# block 1

Block 1, signal wires on met1:
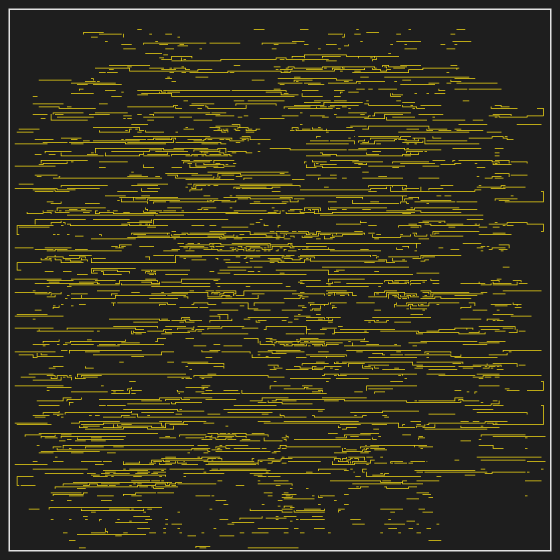

### src/rtl/dmem_bridge_if.sv
// cpu data port and dmem port of the data-side bridge.
// The bridge takes the slave view; the cpu/memory side takes master.
interface dmem_bridge_if #(
  parameter int WORD    = 32,
  parameter int DMEM_AW = 18
);
  logic                 cpu_req;
  logic                 cpu_we;
  logic [WORD-1:0]      cpu_addr;
  logic [WORD-1:0]      cpu_wdata;
  logic [WORD/8-1:0]    cpu_be;
  logic [WORD-1:0]      cpu_rdata;
  logic                 cpu_stall;
  logic                 mem_we;
  logic [DMEM_AW-1:0]   mem_addr;
  logic [WORD-1:0]      mem_wdata;
  logic [WORD/8-1:0]    mem_be;
  logic [WORD-1:0]      mem_rdata;

  modport master (
    output cpu_req, cpu_we, cpu_addr,
    output cpu_wdata, cpu_be, mem_rdata,
    input  cpu_rdata, cpu_stall, mem_we,
    input  mem_addr, mem_wdata, mem_be
  );

  modport slave (
    input  cpu_req, cpu_we, cpu_addr,
    input  cpu_wdata, cpu_be, mem_rdata,
    output cpu_rdata, cpu_stall, mem_we,
    output mem_addr, mem_wdata, mem_be
  );
endinterface

### src/rtl/dmem_bridge.sv
// Data-side bridge: RAM wait states with cpu stall, MMIO
// registers (tohost, 64-bit cycle counter) and error decode.
module dmem_bridge #(
  parameter int              WORD      = 32,
  parameter int              DMEM_AW   = 18,
  parameter int              DMEM_LAT  = 0,
  parameter logic [WORD-1:0] MMIO_BASE = WORD'(32'h4000_0000)
) (
  input  logic             clk,
  input  logic             reset,
  dmem_bridge_if.slave     bus,
  output logic [WORD-1:0]  tohost,
  output logic             tohost_valid,
  output logic             err
);

  localparam int NB = WORD / 8;
  localparam bit LAT0 = (DMEM_LAT == 0);
  localparam logic [3:0] LAT_M1 =
    4'(DMEM_LAT > 0 ? DMEM_LAT - 1 : 0);

  typedef enum logic { IDLE, WAIT } state_t;

  state_t      state, state_n;
  logic [3:0]  cnt, cnt_n;
  logic [63:0] cyc;

  logic            aligned, is_ram, is_mmio, is_bad;
  logic            act, done, mmio_wr;
  logic [1:0]      off;
  logic [WORD-1:0] mmio_rd;

  assign aligned = (bus.cpu_addr[1:0] == 2'b00);
  assign is_ram  = aligned &&
    (bus.cpu_addr[WORD-1:DMEM_AW+2] == '0);
  assign is_mmio = aligned &&
    (bus.cpu_addr[WORD-1:4] == MMIO_BASE[WORD-1:4]);
  assign is_bad  = !is_ram && !is_mmio;
  assign off     = bus.cpu_addr[3:2];

  // reset kills an in-flight access at once, even with cpu_req held
  assign act = bus.cpu_req && !reset;

  always_ff @(posedge clk or posedge reset) begin
    if (reset) begin
      state <= IDLE;
      cnt   <= '0;
    end else begin
      state <= state_n;
      cnt   <= cnt_n;
    end
  end

  always_comb begin
    state_n = state;
    cnt_n   = cnt;
    unique case (state)
      IDLE: begin
        if (act && is_ram && !LAT0) begin
          state_n = WAIT;
          cnt_n   = LAT_M1;
        end
      end
      WAIT: begin
        if (!act || cnt == 4'd0) begin
          state_n = IDLE;
          cnt_n   = '0;
        end else begin
          cnt_n = cnt - 4'd1;
        end
      end
    endcase
  end

  always_comb begin
    unique case (off)
      2'd0:    mmio_rd = tohost;
      2'd2:    mmio_rd = cyc[WORD-1:0];
      2'd3:    mmio_rd = WORD'(cyc[63:32]);
      default: mmio_rd = '0;
    endcase
  end

  always_comb begin
    done = act && (
      (state == IDLE && (!is_ram || LAT0)) ||
      (state == WAIT && cnt == 4'd0));
    bus.cpu_stall = act && !done;
    bus.mem_we    = done && is_ram && bus.cpu_we;
    bus.mem_addr  = bus.cpu_addr[DMEM_AW+1:2];
    bus.mem_wdata = bus.cpu_wdata;
    bus.mem_be    = bus.cpu_be;
    bus.cpu_rdata = '0;
    if (done && is_ram)  bus.cpu_rdata = bus.mem_rdata;
    if (done && is_mmio) bus.cpu_rdata = mmio_rd;
    err     = done && is_bad;
    mmio_wr = done && is_mmio && bus.cpu_we;
  end

  always_ff @(posedge clk or posedge reset) begin
    if (reset) begin
      cyc          <= '0;
      tohost       <= '0;
      tohost_valid <= 1'b0;
    end else begin
      cyc          <= cyc + 64'd1;
      tohost_valid <= mmio_wr && (off == 2'd0);
      if (mmio_wr && off == 2'd0) begin
        for (int i = 0; i < NB; i++) begin
          if (bus.cpu_be[i])
            tohost[8*i +: 8] <= bus.cpu_wdata[8*i +: 8];
        end
      end
    end
  end

endmodule

### src/flat_wrapper.sv
// flat-port wrapper written by rule: the top's interface ports become plain ports
module dmem_bridge_flat 
#(
  parameter int              WORD      = 32,
  parameter int              DMEM_AW   = 18,
  parameter int              DMEM_LAT  = 0,
  parameter logic [WORD-1:0] MMIO_BASE = WORD'(32'h4000_0000)
)
  (clk, reset, tohost, tohost_valid, err, bus_cpu_req, bus_cpu_we, bus_cpu_addr, bus_cpu_wdata, bus_cpu_be, bus_mem_rdata, bus_cpu_rdata, bus_cpu_stall, bus_mem_we, bus_mem_addr, bus_mem_wdata, bus_mem_be);
  dmem_bridge_if #(.WORD(WORD), .DMEM_AW(DMEM_AW)) bus_i ();
  input  logic clk;
  input  logic reset;
  output logic [WORD-1:0] tohost;
  output logic tohost_valid;
  output logic err;
  input wire logic [$bits(bus_i.cpu_req)-1:0] bus_cpu_req;
  input wire logic [$bits(bus_i.cpu_we)-1:0] bus_cpu_we;
  input wire logic [$bits(bus_i.cpu_addr)-1:0] bus_cpu_addr;
  input wire logic [$bits(bus_i.cpu_wdata)-1:0] bus_cpu_wdata;
  input wire logic [$bits(bus_i.cpu_be)-1:0] bus_cpu_be;
  input wire logic [$bits(bus_i.mem_rdata)-1:0] bus_mem_rdata;
  output wire logic [$bits(bus_i.cpu_rdata)-1:0] bus_cpu_rdata;
  output wire logic [$bits(bus_i.cpu_stall)-1:0] bus_cpu_stall;
  output wire logic [$bits(bus_i.mem_we)-1:0] bus_mem_we;
  output wire logic [$bits(bus_i.mem_addr)-1:0] bus_mem_addr;
  output wire logic [$bits(bus_i.mem_wdata)-1:0] bus_mem_wdata;
  output wire logic [$bits(bus_i.mem_be)-1:0] bus_mem_be;
  assign bus_i.cpu_req = bus_cpu_req;
  assign bus_i.cpu_we = bus_cpu_we;
  assign bus_i.cpu_addr = bus_cpu_addr;
  assign bus_i.cpu_wdata = bus_cpu_wdata;
  assign bus_i.cpu_be = bus_cpu_be;
  assign bus_i.mem_rdata = bus_mem_rdata;
  assign bus_cpu_rdata = bus_i.cpu_rdata;
  assign bus_cpu_stall = bus_i.cpu_stall;
  assign bus_mem_we = bus_i.mem_we;
  assign bus_mem_addr = bus_i.mem_addr;
  assign bus_mem_wdata = bus_i.mem_wdata;
  assign bus_mem_be = bus_i.mem_be;
  dmem_bridge #(.WORD(WORD), .DMEM_AW(DMEM_AW), .DMEM_LAT(DMEM_LAT), .MMIO_BASE(MMIO_BASE)) u_core (.clk(clk), .reset(reset), .bus(bus_i), .tohost(tohost), .tohost_valid(tohost_valid), .err(err));
endmodule
### config.mk
export PLATFORM = sky130hd
export DESIGN_NAME = dmem_bridge_flat
export DESIGN_NICKNAME = d
export VERILOG_FILES = /design/src/rtl/dmem_bridge_if.sv /design/src/rtl/dmem_bridge.sv /design/src/flat_wrapper.sv
export SDC_FILE = /design/constraint.sdc
export NUM_CORES = 1
export LEC_CHECK = 0
export CAP_MARGIN = 5
export CORE_MARGIN = 1.5
export CORE_UTILIZATION = 42
export DETAILED_ROUTE_END_ITERATION = 7
export PLACE_DENSITY_LB_ADDON = 0.08
export SYNTH_ARGS = -nofsm -noshare
export SYNTH_HDL_FRONTEND = slang
export SYNTH_SLANG_ARGS = --single-unit
### constraint.sdc
create_clock -name clk -period 4 [get_ports clk]
set_clock_uncertainty 0.05 [all_clocks]
set_input_delay 0.8 -clock clk [delete_from_list [all_inputs] [get_ports clk]]
set_output_delay 0.8 -clock clk [all_outputs]
set_load 0.01 [all_outputs]
# block 2

==> config.mk <==
export PLATFORM = sky130hd
export DESIGN_NAME = seq_alu
export DESIGN_NICKNAME = d
export VERILOG_FILES = /design/src/rtl/seq_alu_pkg.sv /design/src/rtl/shift_add_mul.sv /design/src/rtl/seq_alu.sv
export SDC_FILE = /design/constraint.sdc
export NUM_CORES = 1
export LEC_CHECK = 0
export CAP_MARGIN = 20
export CORE_MARGIN = 1
export CORE_UTILIZATION = 50
export DETAILED_ROUTE_END_ITERATION = 10
export PLACE_DENSITY = 0.83
export REMOVE_ABC_BUFFERS = 1
export SYNTH_ARGS = -nofsm -noshare
export SYNTH_HDL_FRONTEND = slang
export SYNTH_HIERARCHICAL = 1
export SYNTH_SLANG_ARGS = --single-unit
==> constraint.sdc <==
create_clock -name clk -period 2.35 [get_ports clk]
set_clock_uncertainty 0.05 [all_clocks]
set_input_delay 0.47 -clock clk [delete_from_list [all_inputs] [get_ports clk]]
set_output_delay 0.47 -clock clk [all_outputs]
set_load 0.02 [all_outputs]
==> src/rtl/seq_alu_pkg.sv <==
// Shared opcode constants and FSM state encoding for the sequential ALU.
package seq_alu_pkg;

    localparam logic [2:0] OP_ADD   = 3'b000;
    localparam logic [2:0] OP_LOGIC = 3'b001;
    localparam logic [2:0] OP_ACC   = 3'b010;
    localparam logic [2:0] OP_MUL   = 3'b011;
    localparam logic [2:0] OP_NZ    = 3'b100;
    localparam logic [2:0] OP_MIX   = 3'b101;
    localparam logic [2:0] OP_CLR   = 3'b110;
    localparam logic [2:0] OP_RSVD  = 3'b111;

    typedef enum logic [1:0] {
        IDLE = 2'd0,
        MUL  = 2'd1,
        DONE = 2'd2
    } state_t;

endpackage

==> src/rtl/shift_add_mul.sv <==
// Iterative shift-add multiplier: one partial product per clock, WIDTH steps.
// 'a' is the multiplicand (consumed LSB first), 'b' the multiplier that is
// shifted left each step. step_done flags the cycle whose edge performs the
// final iteration, so the owner can leave its MUL state on that same edge.
module shift_add_mul #(
    parameter int WIDTH = 4
) (
    input  logic                 clk,
    input  logic                 resetn,
    input  logic                 load,
    input  logic [WIDTH-1:0]     a,
    input  logic [WIDTH-1:0]     b,
    output logic                 step_done,
    output logic [2*WIDTH-1:0]   product
);

    localparam int CW = $clog2(WIDTH + 1);

    logic [CW-1:0]        cnt_q,    cnt_d;
    logic [WIDTH-1:0]     mcand_q,  mcand_d;
    logic [2*WIDTH-1:0]   mplier_q, mplier_d;
    logic [2*WIDTH-1:0]   acc_q,    acc_d;

    // Next-state: load operands, or run one shift-add step while the counter is live.
    always_comb begin
        cnt_d    = cnt_q;
        mcand_d  = mcand_q;
        mplier_d = mplier_q;
        acc_d    = acc_q;
        if (load) begin
            cnt_d    = CW'(WIDTH);
            mcand_d  = a;
            mplier_d = {{WIDTH{1'b0}}, b};
            acc_d    = '0;
        end else if (cnt_q != '0) begin
            if (mcand_q[0]) begin
                acc_d = acc_q + mplier_q;
            end
            mplier_d = mplier_q << 1;
            mcand_d  = mcand_q >> 1;
            cnt_d    = cnt_q - 1'b1;
        end
    end

    // Multiplier state registers, cleared asynchronously even mid-operation.
    always_ff @(posedge clk or negedge resetn) begin
        if (!resetn) begin
            cnt_q    <= '0;
            mcand_q  <= '0;
            mplier_q <= '0;
            acc_q    <= '0;
        end else begin
            cnt_q    <= cnt_d;
            mcand_q  <= mcand_d;
            mplier_q <= mplier_d;
            acc_q    <= acc_d;
        end
    end

    assign step_done = (cnt_q == CW'(1));
    assign product   = acc_q;

endmodule

==> src/rtl/seq_alu.sv <==
// Registered ALU with start/done handshake, accumulate, multi-cycle multiply
// and status flags. All outputs come straight from registers.
module seq_alu
    import seq_alu_pkg::*;
#(
    parameter int WIDTH = 4
) (
    input  logic                 clk,
    input  logic                 resetn,
    input  logic                 start,
    input  logic [2:0]           op,
    input  logic [WIDTH-1:0]     a,
    input  logic [WIDTH-1:0]     b,
    output logic                 busy,
    output logic                 done,
    output logic [2*WIDTH-1:0]   result,
    output logic                 carry,
    output logic                 zero,
    output logic                 err
);

    localparam int W2 = 2 * WIDTH;

    state_t            state_q;
    logic [W2-1:0]     result_q;
    logic              carry_q, zero_q, err_q, done_q, busy_q;

    logic [W2-1:0]     alu_res_d;
    logic              alu_carry_d, alu_err_d;
    logic [WIDTH:0]    add_sum;
    logic [W2:0]       acc_sum;

    logic              mul_load;
    logic              mul_step_done;
    logic [W2-1:0]     mul_product;

    // Starts are only honoured in IDLE; everything else is ignored, not queued.
    assign mul_load = (state_q == IDLE) && start && (op == OP_MUL);

    shift_add_mul #(.WIDTH(WIDTH)) u_mul (
        .clk       (clk),
        .resetn    (resetn),
        .load      (mul_load),
        .a         (a),
        .b         (b),
        .step_done (mul_step_done),
        .product   (mul_product)
    );

    // Single-cycle datapath; ACC builds on the last completed result.
    always_comb begin
        add_sum     = {1'b0, a} + {1'b0, b};
        acc_sum     = {1'b0, result_q} + {{(WIDTH + 1){1'b0}}, a};
        alu_res_d   = '0;
        alu_carry_d = 1'b0;
        alu_err_d   = 1'b0;
        case (op)
            OP_ADD: begin
                alu_res_d   = {{(WIDTH - 1){1'b0}}, add_sum};
                alu_carry_d = add_sum[WIDTH];
            end
            OP_LOGIC: alu_res_d = {~(a & b), a ~^ b};
            OP_ACC: begin
                alu_res_d   = acc_sum[W2-1:0];
                alu_carry_d = acc_sum[W2];
            end
            OP_NZ:   alu_res_d = {{WIDTH{1'b0}}, {WIDTH{|{a, b}}}};
            OP_MIX:  alu_res_d = {a, ~b};
            OP_CLR:  alu_res_d = '0;
            OP_RSVD: alu_err_d = 1'b1;
            default: alu_res_d = '0;
        endcase
    end

    // Control FSM plus result/flag registers; done is a one-cycle pulse.
    always_ff @(posedge clk or negedge resetn) begin
        if (!resetn) begin
            state_q  <= IDLE;
            result_q <= '0;
            carry_q  <= 1'b0;
            zero_q   <= 1'b0;
            err_q    <= 1'b0;
            done_q   <= 1'b0;
            busy_q   <= 1'b0;
        end else begin
            done_q <= 1'b0;
            case (state_q)
                IDLE: begin
                    if (start) begin
                        if (op == OP_MUL) begin
                            state_q <= MUL;
                            busy_q  <= 1'b1;
                        end else begin
                            result_q <= alu_res_d;
                            carry_q  <= alu_carry_d;
                            zero_q   <= (alu_res_d == '0);
                            err_q    <= alu_err_d;
                            done_q   <= 1'b1;
                        end
                    end
                end
                MUL: begin
                    if (mul_step_done) begin
                        state_q <= DONE;
                    end
                end
                DONE: begin
                    result_q <= mul_product;
                    carry_q  <= 1'b0;
                    zero_q   <= (mul_product == '0);
                    err_q    <= 1'b0;
                    done_q   <= 1'b1;
                    busy_q   <= 1'b0;
                    state_q  <= IDLE;
                end
                default: begin
                    state_q <= IDLE;
                    busy_q  <= 1'b0;
                end
            endcase
        end
    end

    assign busy   = busy_q;
    assign done   = done_q;
    assign result = result_q;
    assign carry  = carry_q;
    assign zero   = zero_q;
    assign err    = err_q;

endmodule

Block 1, routed metal per tile:
The bar under the picture is 20 um long. The die is cut into 25 by 25 equal tiles; dark blue is low, red is high, scaled to the fullest tile. Values are wire area over tile area, all layers added.
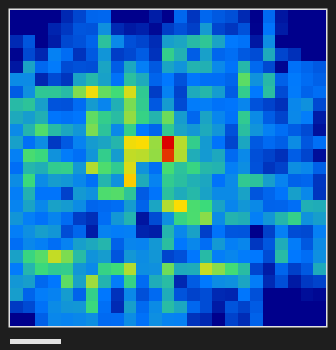
densest ninth of the die: centre
mean over tiles: 0.18
tiles over half the peak: 7.4%
nearly empty tiles: 7.5%
fullest tile: 0.65

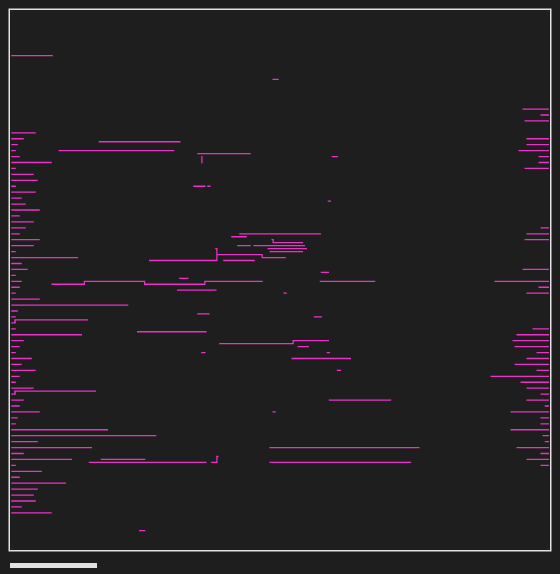
Block 1: the metal 3 layer
The bar under the picture is 20 um long.
share of all routed wire: 5.7%
longest straight run: 34.0 um

Notes on 'signal wires on met1' of block 1 above:
nets with wire on the layer: 812
wire length on this layer: 7710 um
share of all routed wire: 45%
main direction: horizontal

==> results_dict.tcl, block 1 <==
# implementation run metrics
set metrics [dict create \
    finalMaxSlewViolations 0 \
    grt_usage_pct 23.0 \
    largest_area_cell "dfrtp_1" \
    gr-usage-met1_pct 31.3 \
    seqAreaFraction_pct 29.6 \
    critical_path_class "primary input to output port" \
    final_cells 1008 \
    grtUsageMet2_pct 37.0 \
    inv_count 12 \
    grtUsageMet3_pct 5.04 \
    die_x_um 124 \
    path_buffers 4 \
    final-clk-cell-share_pct 3.32 \
    core_area_mm2 0.0140 \
    synthArstFlopShare_pct 100 \
    die_y_um 124 \
    p_per_area_mw_per_mm2 249 \
    postCtsSetupRepairBufs 1 \
    area_leaders "dfrtp_1 42%, mux2_2 7.9%, buf_4 6.6%, xnor2_1 5.3%, xor2_1 3.6%" \
    fin_crit_sh_pct 96.9 \
    p_leak_nw 3.94 \
    cts-root-buf "clkbuf_16" \
    cts-htree-levels 3 \
    design_area_mm2 0.00862 \
    globalRoute.totalOverflow 0 \
    setup_ws_ps 126 \
    path_delay_family "buffers and inverters" \
    dominant-cell-class "multi-input combinational cells" \
    fin_nets 929 \
    status "completed" \
    ios 226 \
    port_buffers 225 \
    comb_cells 453 \
    drive_gt1_share_pct 11.0 \
    fillers 1210 \
    taps 180 \
    mostFrequentLayoutCell "clkdlybuf4s50_1" \
    drtIter0Drc 254 \
    utilization_pct 61.4 \
    vdd_drop_max_mv 0.278 \
]
## block 1: path summary, 6_finish.rpt
check                                     start                to  slack (ps)  cells past startpoint
worst max-delay path            bus_cpu_addr[5]  bus_cpu_rdata[6]         130                      9
worst min-delay path              u_core.cyc[0]     u_core.cyc[0]         420                      1
worst max register to register    u_core.cyc[9]    u_core.cyc[62]        1360                      5
worst min register to register    u_core.cyc[0]     u_core.cyc[0]         420                      1
max in group asynchronous                 reset     u_core.cyc[5]        2320                      3
min in group asynchronous                 reset     u_core.cnt[1]         880                      2
## block 1: report_power, final
group,internal [mW],leakage (nW),switching [mW]
Sequential,1.03,1.40,0.000000000342
Combinational,0.166,2.40,0.111
Clock,0.446,0.134,0.393
Total,1.64,3.94,0.504
## block 1: kinds of logic (layout without fill, tap and decap cells)
logic type               count (synthesis)  in the layout
buffers and inverters                   92            273
flip-flops                             102            102
XOR/XNOR                                62             62
AND/OR/NAND/NOR                        251            251
adder cells (fa/ha/maj)                  2              2
AND-OR/OR-AND                           77             77
multiplexers                            61             61
## block 1: flip-flops by register name (all words and copies together), names as in the netlist
register and flops:
u_core.cyc 64, u_core.tohost 32, u_core.cnt 4, u_core.state 1, u_core.tohost_valid 1
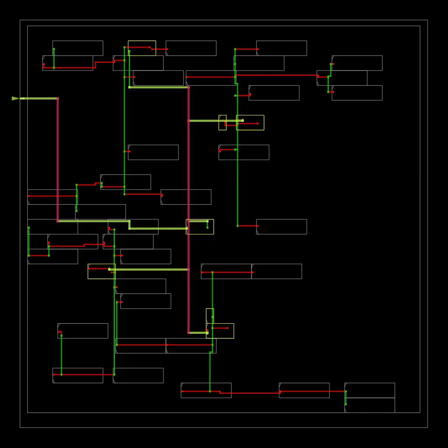
Block 2: clock wiring as the flow saved it
clk pwr: 425 uW
Sink Count: 38
clock buffers: 7
total CTS buffers: 5
Latency at later pin: 290 ps

==> results_dict.tcl, block 2 <==
# implementation run metrics
set metrics [dict create \
    drtIter0Drc 202 \
    clk_pin_slew_ps 70 \
    grt_usage_pct 27.6 \
    warning_count 27 \
    setup_ws_ps 72.9 \
    worstPathCellList "clkdlybuf4s50_1 -> or4_4 -> o211ai_4 -> o211ai_1 -> nor4_2 -> o2111ai_1 -> o21ai_1" \
    cts_tree "built" \
    critical_path_class "primary input to flop" \
    die_x_um 74.5 \
    grt_most_used_layer "met2" \
    dominantRegCellSynth "dfrtp_1" \
    drt-wirelength-per-cell_um 16.7 \
    drive_gt1_share_pct 19.0 \
    finalCriticalPeriod_ps 2280 \
    ios 27 \
    status "completed" \
    p_per_area_mw_per_mm2 927 \
    max-cap-violations 0 \
    ff_count 38 \
]
[block 2: where the power goes]
part           switching (mW)  internal, mW  leakage [nW]
Clock                   0.220         0.204        0.0383
Combinational           0.822         0.753         0.988
Sequential              0.252         0.876         0.501
[block 2: worst max-delay path: cells and delay by family]
kind                   cells  cell delay (ps)
AOI/OAI and AO/OA          4              710
buffers and inverters      1              430
and+or+nand+nor            2              830
[block 2: synthesized netlist by cell type (all sizes together) (4+ instances only)]
cell    number  area, um^2
nand4        4        25.0
buf          6        28.8
nand3        4        20.0
a21oi       26         134
mux2i       11         110
inv          8        30.0
clkbuf       7        26.3
dfrtp       38         951
nor2        17        63.8
nand2       39         146
nor3b        4        30.0
nor3         5        25.0
nor2b        7        43.8
a211oi       6        45.0
a22oi        6        45.0
ha          18         225
a21o         5        38.8
o22ai        5        31.3
xnor2        5        43.8
or3          4        25.0
nand2b       7        43.8
o21ai       23         115
[block 2: state kept, by name (all words and copies together) (netlist names)]
name and cells:
carry 1, busy 1, u_mul/product 8, state_q 2, done 1, result 8, u_mul/cnt_q 3, zero 1
u_mul/mcand_q 4, u_mul/mplier_q 8, err 1

==> layout pictures side by side <==
Placed cells, one colour a class.
Fill, decap, tap and diode cells in grey.
(a)
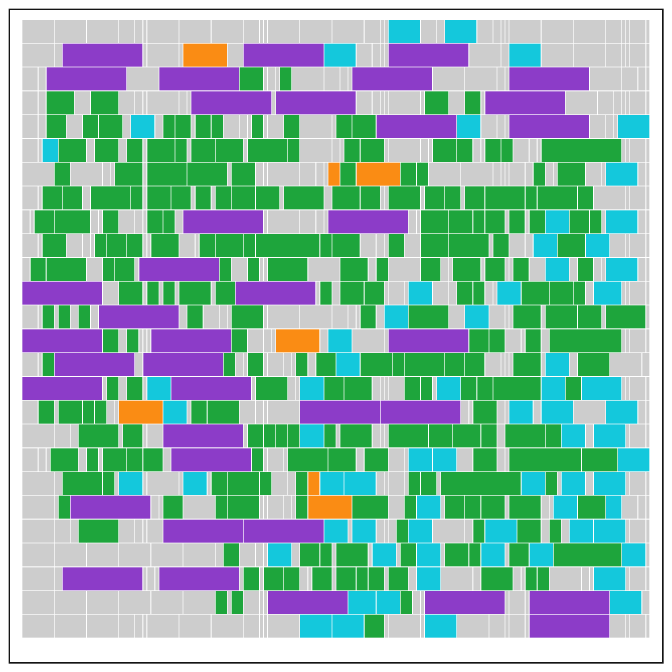
(b)
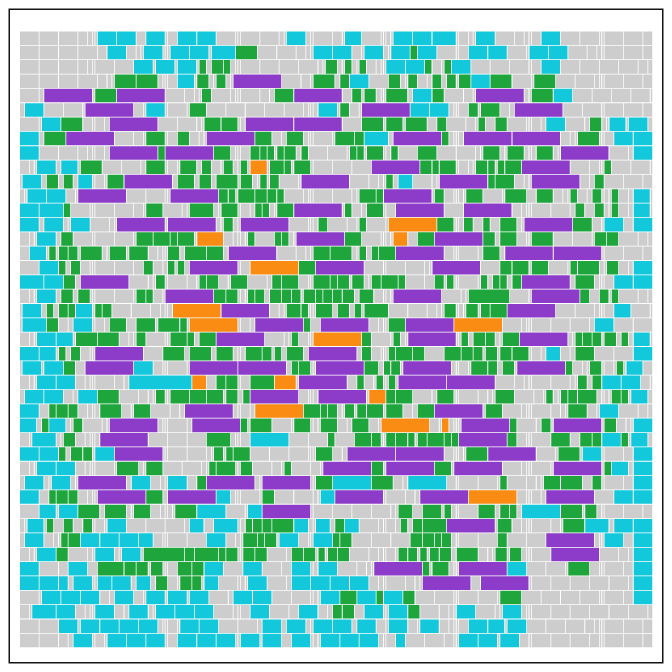
block 2: (a)
block 1: (b)
The one with the most sequential cells is (b).


# block 3

### src/rtl/clk_div_pkg.sv
// Shared constants and ratio helpers for the clock-divider bank.
// Latency: n/a (pure functions, no state).
// Backpressure: n/a.
package clk_div_pkg;

  // Smallest ratio that still produces a proper high/low square wave.
  localparam int unsigned DIV_MIN = 2;

  // Requested ratios below DIV_MIN are raised to DIV_MIN.
  function automatic int unsigned clamp_div(input int unsigned v);
    return (v < DIV_MIN) ? DIV_MIN : v;
  endfunction

  // High-phase length of a period; odd ratios round down (short-high).
  function automatic int unsigned half_div(input int unsigned r);
    return r >> 1;
  endfunction

endpackage

### src/rtl/clk_div_chan.sv
// One divider channel: counter, shadowed active ratio, registered div/strobe/pending.
// Latency: div_o/stb_o are registered from cnt_q, one cycle behind the counter.
// Backpressure: none; en_i low freezes all state, sync_i overrides enable.
//
// Ports:
//   clk_i   system clock (posedge)      rst_ni  async active-low reset
//   en_i    count enable                sync_i  phase realign / ratio load
//   div_i   requested ratio (raw)       div_o   square wave
//   stb_o   1-cycle terminal strobe     pend_o  requested != active ratio
module clk_div_chan
  import clk_div_pkg::*;
#(
  parameter int DIV_W   = 8,
  parameter int DEF_DIV = 2
) (
  input  logic             clk_i,
  input  logic             rst_ni,
  input  logic             en_i,
  input  logic             sync_i,
  input  logic [DIV_W-1:0] div_i,
  output logic             div_o,
  output logic             stb_o,
  output logic             pend_o
);

  localparam logic [DIV_W-1:0] ONE     = DIV_W'(1);
  localparam logic [DIV_W-1:0] DEF_VAL = DIV_W'(DEF_DIV);

  logic [DIV_W-1:0] cnt_q, cnt_d;
  logic [DIV_W-1:0] ract_q, ract_d;
  logic             div_q, div_d;
  logic             stb_q, stb_d;
  logic             pend_q, pend_d;

  logic [DIV_W-1:0] rreq;
  logic [DIV_W-1:0] half;
  logic             term;

  assign rreq = DIV_W'(clamp_div(32'(div_i)));
  assign half = DIV_W'(half_div(32'(ract_q)));
  assign term = (cnt_q == (ract_q - ONE));

  always_comb begin
    cnt_d  = cnt_q;
    ract_d = ract_q;
    div_d  = div_q;
    stb_d  = 1'b0;
    if (sync_i) begin
      // Realign wins over everything, including a coincident terminal count.
      cnt_d  = '0;
      ract_d = rreq;
      div_d  = 1'b0;
    end else if (!en_i) begin
      // Hold; stb_d already 0 so a strobe is never stretched while frozen.
    end else if (term) begin
      // The only point where a new ratio is adopted outside of sync, so a
      // period in flight always completes at its original length.
      cnt_d  = '0;
      ract_d = rreq;
      stb_d  = 1'b1;
      div_d  = 1'b0;
    end else begin
      cnt_d  = cnt_q + ONE;
      div_d  = (cnt_q < half);
    end
    pend_d = (rreq != ract_d);
  end

  always_ff @(posedge clk_i or negedge rst_ni) begin
    if (!rst_ni) begin
      cnt_q  <= '0;
      ract_q <= DEF_VAL;
      div_q  <= 1'b0;
      stb_q  <= 1'b0;
      pend_q <= 1'b0;
    end else begin
      cnt_q  <= cnt_d;
      ract_q <= ract_d;
      div_q  <= div_d;
      stb_q  <= stb_d;
      pend_q <= pend_d;
    end
  end

  assign div_o  = div_q;
  assign stb_o  = stb_q;
  assign pend_o = pend_q;

endmodule

### src/rtl/clk_div_bank.sv
// Bank of phase-locked programmable clock dividers sharing enable and sync.
// Latency: outputs registered, one cycle behind each channel's counter.
// Backpressure: none; iEn low freezes every channel, iSync realigns all of them.
//
// Ports:
//   iClkIN  system clock                 reset  async active-low reset
//   iEn     common count enable          iSync  common phase realign
//   iDiv    packed ratios, channel k = iDiv[k*DIV_W +: DIV_W]
//   oDiv    square wave per channel      oStb   terminal strobe per channel
//   oPend   ratio change pending per channel
module clk_div_bank
  import clk_div_pkg::*;
#(
  parameter int CHANNELS = 4,
  parameter int DIV_W    = 8,
  parameter int DEF_DIV  = 2
) (
  input  logic                      iClkIN,
  input  logic                      reset,
  input  logic                      iEn,
  input  logic                      iSync,
  input  logic [CHANNELS*DIV_W-1:0] iDiv,
  output logic [CHANNELS-1:0]       oDiv,
  output logic [CHANNELS-1:0]       oStb,
  output logic [CHANNELS-1:0]       oPend
);

  for (genvar k = 0; k < CHANNELS; k++) begin : g_chan
    clk_div_chan #(
      .DIV_W  (DIV_W),
      .DEF_DIV(DEF_DIV)
    ) u_chan (
      .clk_i (iClkIN),
      .rst_ni(reset),
      .en_i  (iEn),
      .sync_i(iSync),
      .div_i (iDiv[k*DIV_W +: DIV_W]),
      .div_o (oDiv[k]),
      .stb_o (oStb[k]),
      .pend_o(oPend[k])
    );
  end

endmodule
### config.mk
export PLATFORM = sky130hd
export DESIGN_NAME = clk_div_bank
export DESIGN_NICKNAME = d
export VERILOG_FILES = /design/src/rtl/clk_div_pkg.sv /design/src/rtl/clk_div_chan.sv /design/src/rtl/clk_div_bank.sv
export SDC_FILE = /design/constraint.sdc
export NUM_CORES = 1
export LEC_CHECK = 0
export CORE_ASPECT_RATIO = 0.9
export CORE_UTILIZATION = 53
export DETAILED_ROUTE_END_ITERATION = 12
export PLACE_DENSITY = 0.77
export SETUP_SLACK_MARGIN = 0.15
export SLEW_MARGIN = 20
export SYNTH_ARGS = -nofsm -noshare
export SYNTH_HDL_FRONTEND = slang
export SYNTH_SLANG_ARGS = --single-unit
### constraint.sdc
create_clock -name iClkIN -period 2.55 [get_ports iClkIN]
set_clock_uncertainty 0.15 [all_clocks]
set_input_delay 0.3825 -clock iClkIN [delete_from_list [all_inputs] [get_ports iClkIN]]
set_output_delay 0.3825 -clock iClkIN [all_outputs]
set_load 0.005 [all_outputs]
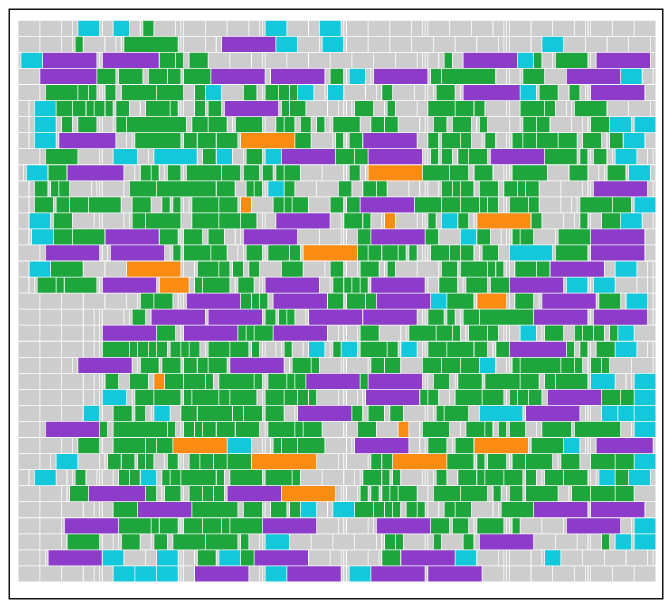
Block 3: placed cells, one colour a class
Fill, decap, tap and diode cells in grey.
[clock drivers and dummy loads] orange | cells: 16 | share of their area: 4.5%
[all other logic] green | cells: 479 | share of their area: 55%
[other buffers and delay cells] cyan | cells: 84 | share of their area: 12%
[flops] purple | cells: 76 | share of their area: 29%

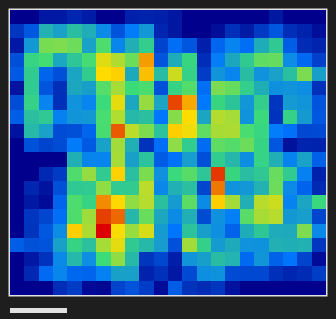
Block 3: routed metal per tile
The bar under the picture is 20 um long. The die is cut into 22 by 20 equal tiles; dark blue is low, red is high, scaled to the fullest tile. Values are wire area over tile area, all layers added.
tiles over half the peak: 20%
densest ninth of the die: centre
nearly empty tiles: 8.6%

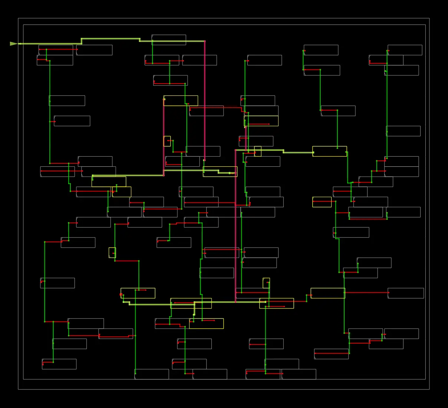
Block 3: clock wiring as the flow saved it
clk pwr: 1.31 mW
clock buffers: 11
Latency at later pin: 340 ps
Sink Count: 76

[sequential cells by signal (all words and copies together), names as in the netlist]
register              flops
g_chan.u_chan.ract_q     32
g_chan.u_chan.cnt_q      32
g_chan.u_chan.stb_o       4
g_chan.u_chan.pend_o      4
g_chan.u_chan.div_o       4
[synthesized netlist by cell type (5+ instances only)]
cell type | instances | share of area (%)
nand2b_1 | 9 | 1.0
nand2_1 | 44 | 2.9
dfrtp_1 | 72 | 32
o22ai_1 | 5 | 0.56
clkbuf_1 | 11 | 0.73
and3_1 | 6 | 0.67
a21oi_1 | 19 | 1.7
nor3b_1 | 7 | 0.94
nand3_1 | 17 | 1.5
o21ai_0 | 33 | 2.9
nand4_1 | 7 | 0.78
mux2_4 | 5 | 1.3
ha_1 | 32 | 7.1
a22o_1 | 6 | 0.94
nor2_1 | 29 | 1.9
mux2_1 | 21 | 4.2
inv_1 | 36 | 2.4
buf_2 | 14 | 1.2
buf_4 | 14 | 1.9
xnor2_1 | 51 | 8.0
a21o_1 | 6 | 0.80
a211oi_1 | 5 | 0.67
nor3_1 | 16 | 1.4
nor2b_1 | 9 | 1.0
nor4_1 | 9 | 1.0
xor2_1 | 26 | 4.1
==> results_dict.tcl <==
# implementation run metrics
set metrics [dict create \
    powerSeq_mw 1.41 \
    critPathMaxFanout 9 \
    status "completed" \
    dr_wl_met3_um 509 \
    die_area_mm2 0.0110 \
    worstPathCellList "inv_4 -> ha_4 -> xnor2_1 -> a21oi_1 -> o21ai_1 -> a211o_1 -> nor2_2 -> a21o_1 -> buf_12 -> mux2_4" \
    cts_hold_buffers 1 \
    setup_viol 0 \
    max_stage_delay_ps 550 \
    inv_count 37 \
    grtUsageMet2_pct 42.4 \
    fin_crit_sh_pct 95.5 \
    critical_path_class "flop to flop" \
    power_mw 3.57 \
    mux_area_share_pct 6.26 \
    regArea_mm2 0.00191 \
    critPathCapture "g_chan[3].u_chan.ract_q[5]" \
    numCtsBuffers 9 \
    p_sw_mw 1.04 \
    tightest_slew_ps 479 \
    ys_sh_xor_pct 12.0 \
    aoi_share_pct 15.3 \
    hp-start "g_chan[0].u_chan.div_o" \
    mostFrequentLayoutCell "dfrtp_1" \
    dominant-cell-class "multi-input combinational cells" \
    synthesis.nets 667 \
    edf_count 0 \
    ff_count 76 \
    worstPathArrival_ps 2510 \
    design_area_mm2 0.00686 \
    route.met2.wl_um 6420 \
    dp_cells 752 \
    routed_wl_um 12900 \
    yosysSeqAreaShare_pct 33.9 \
]

Power is estimated from default activity; no workload was simulated.
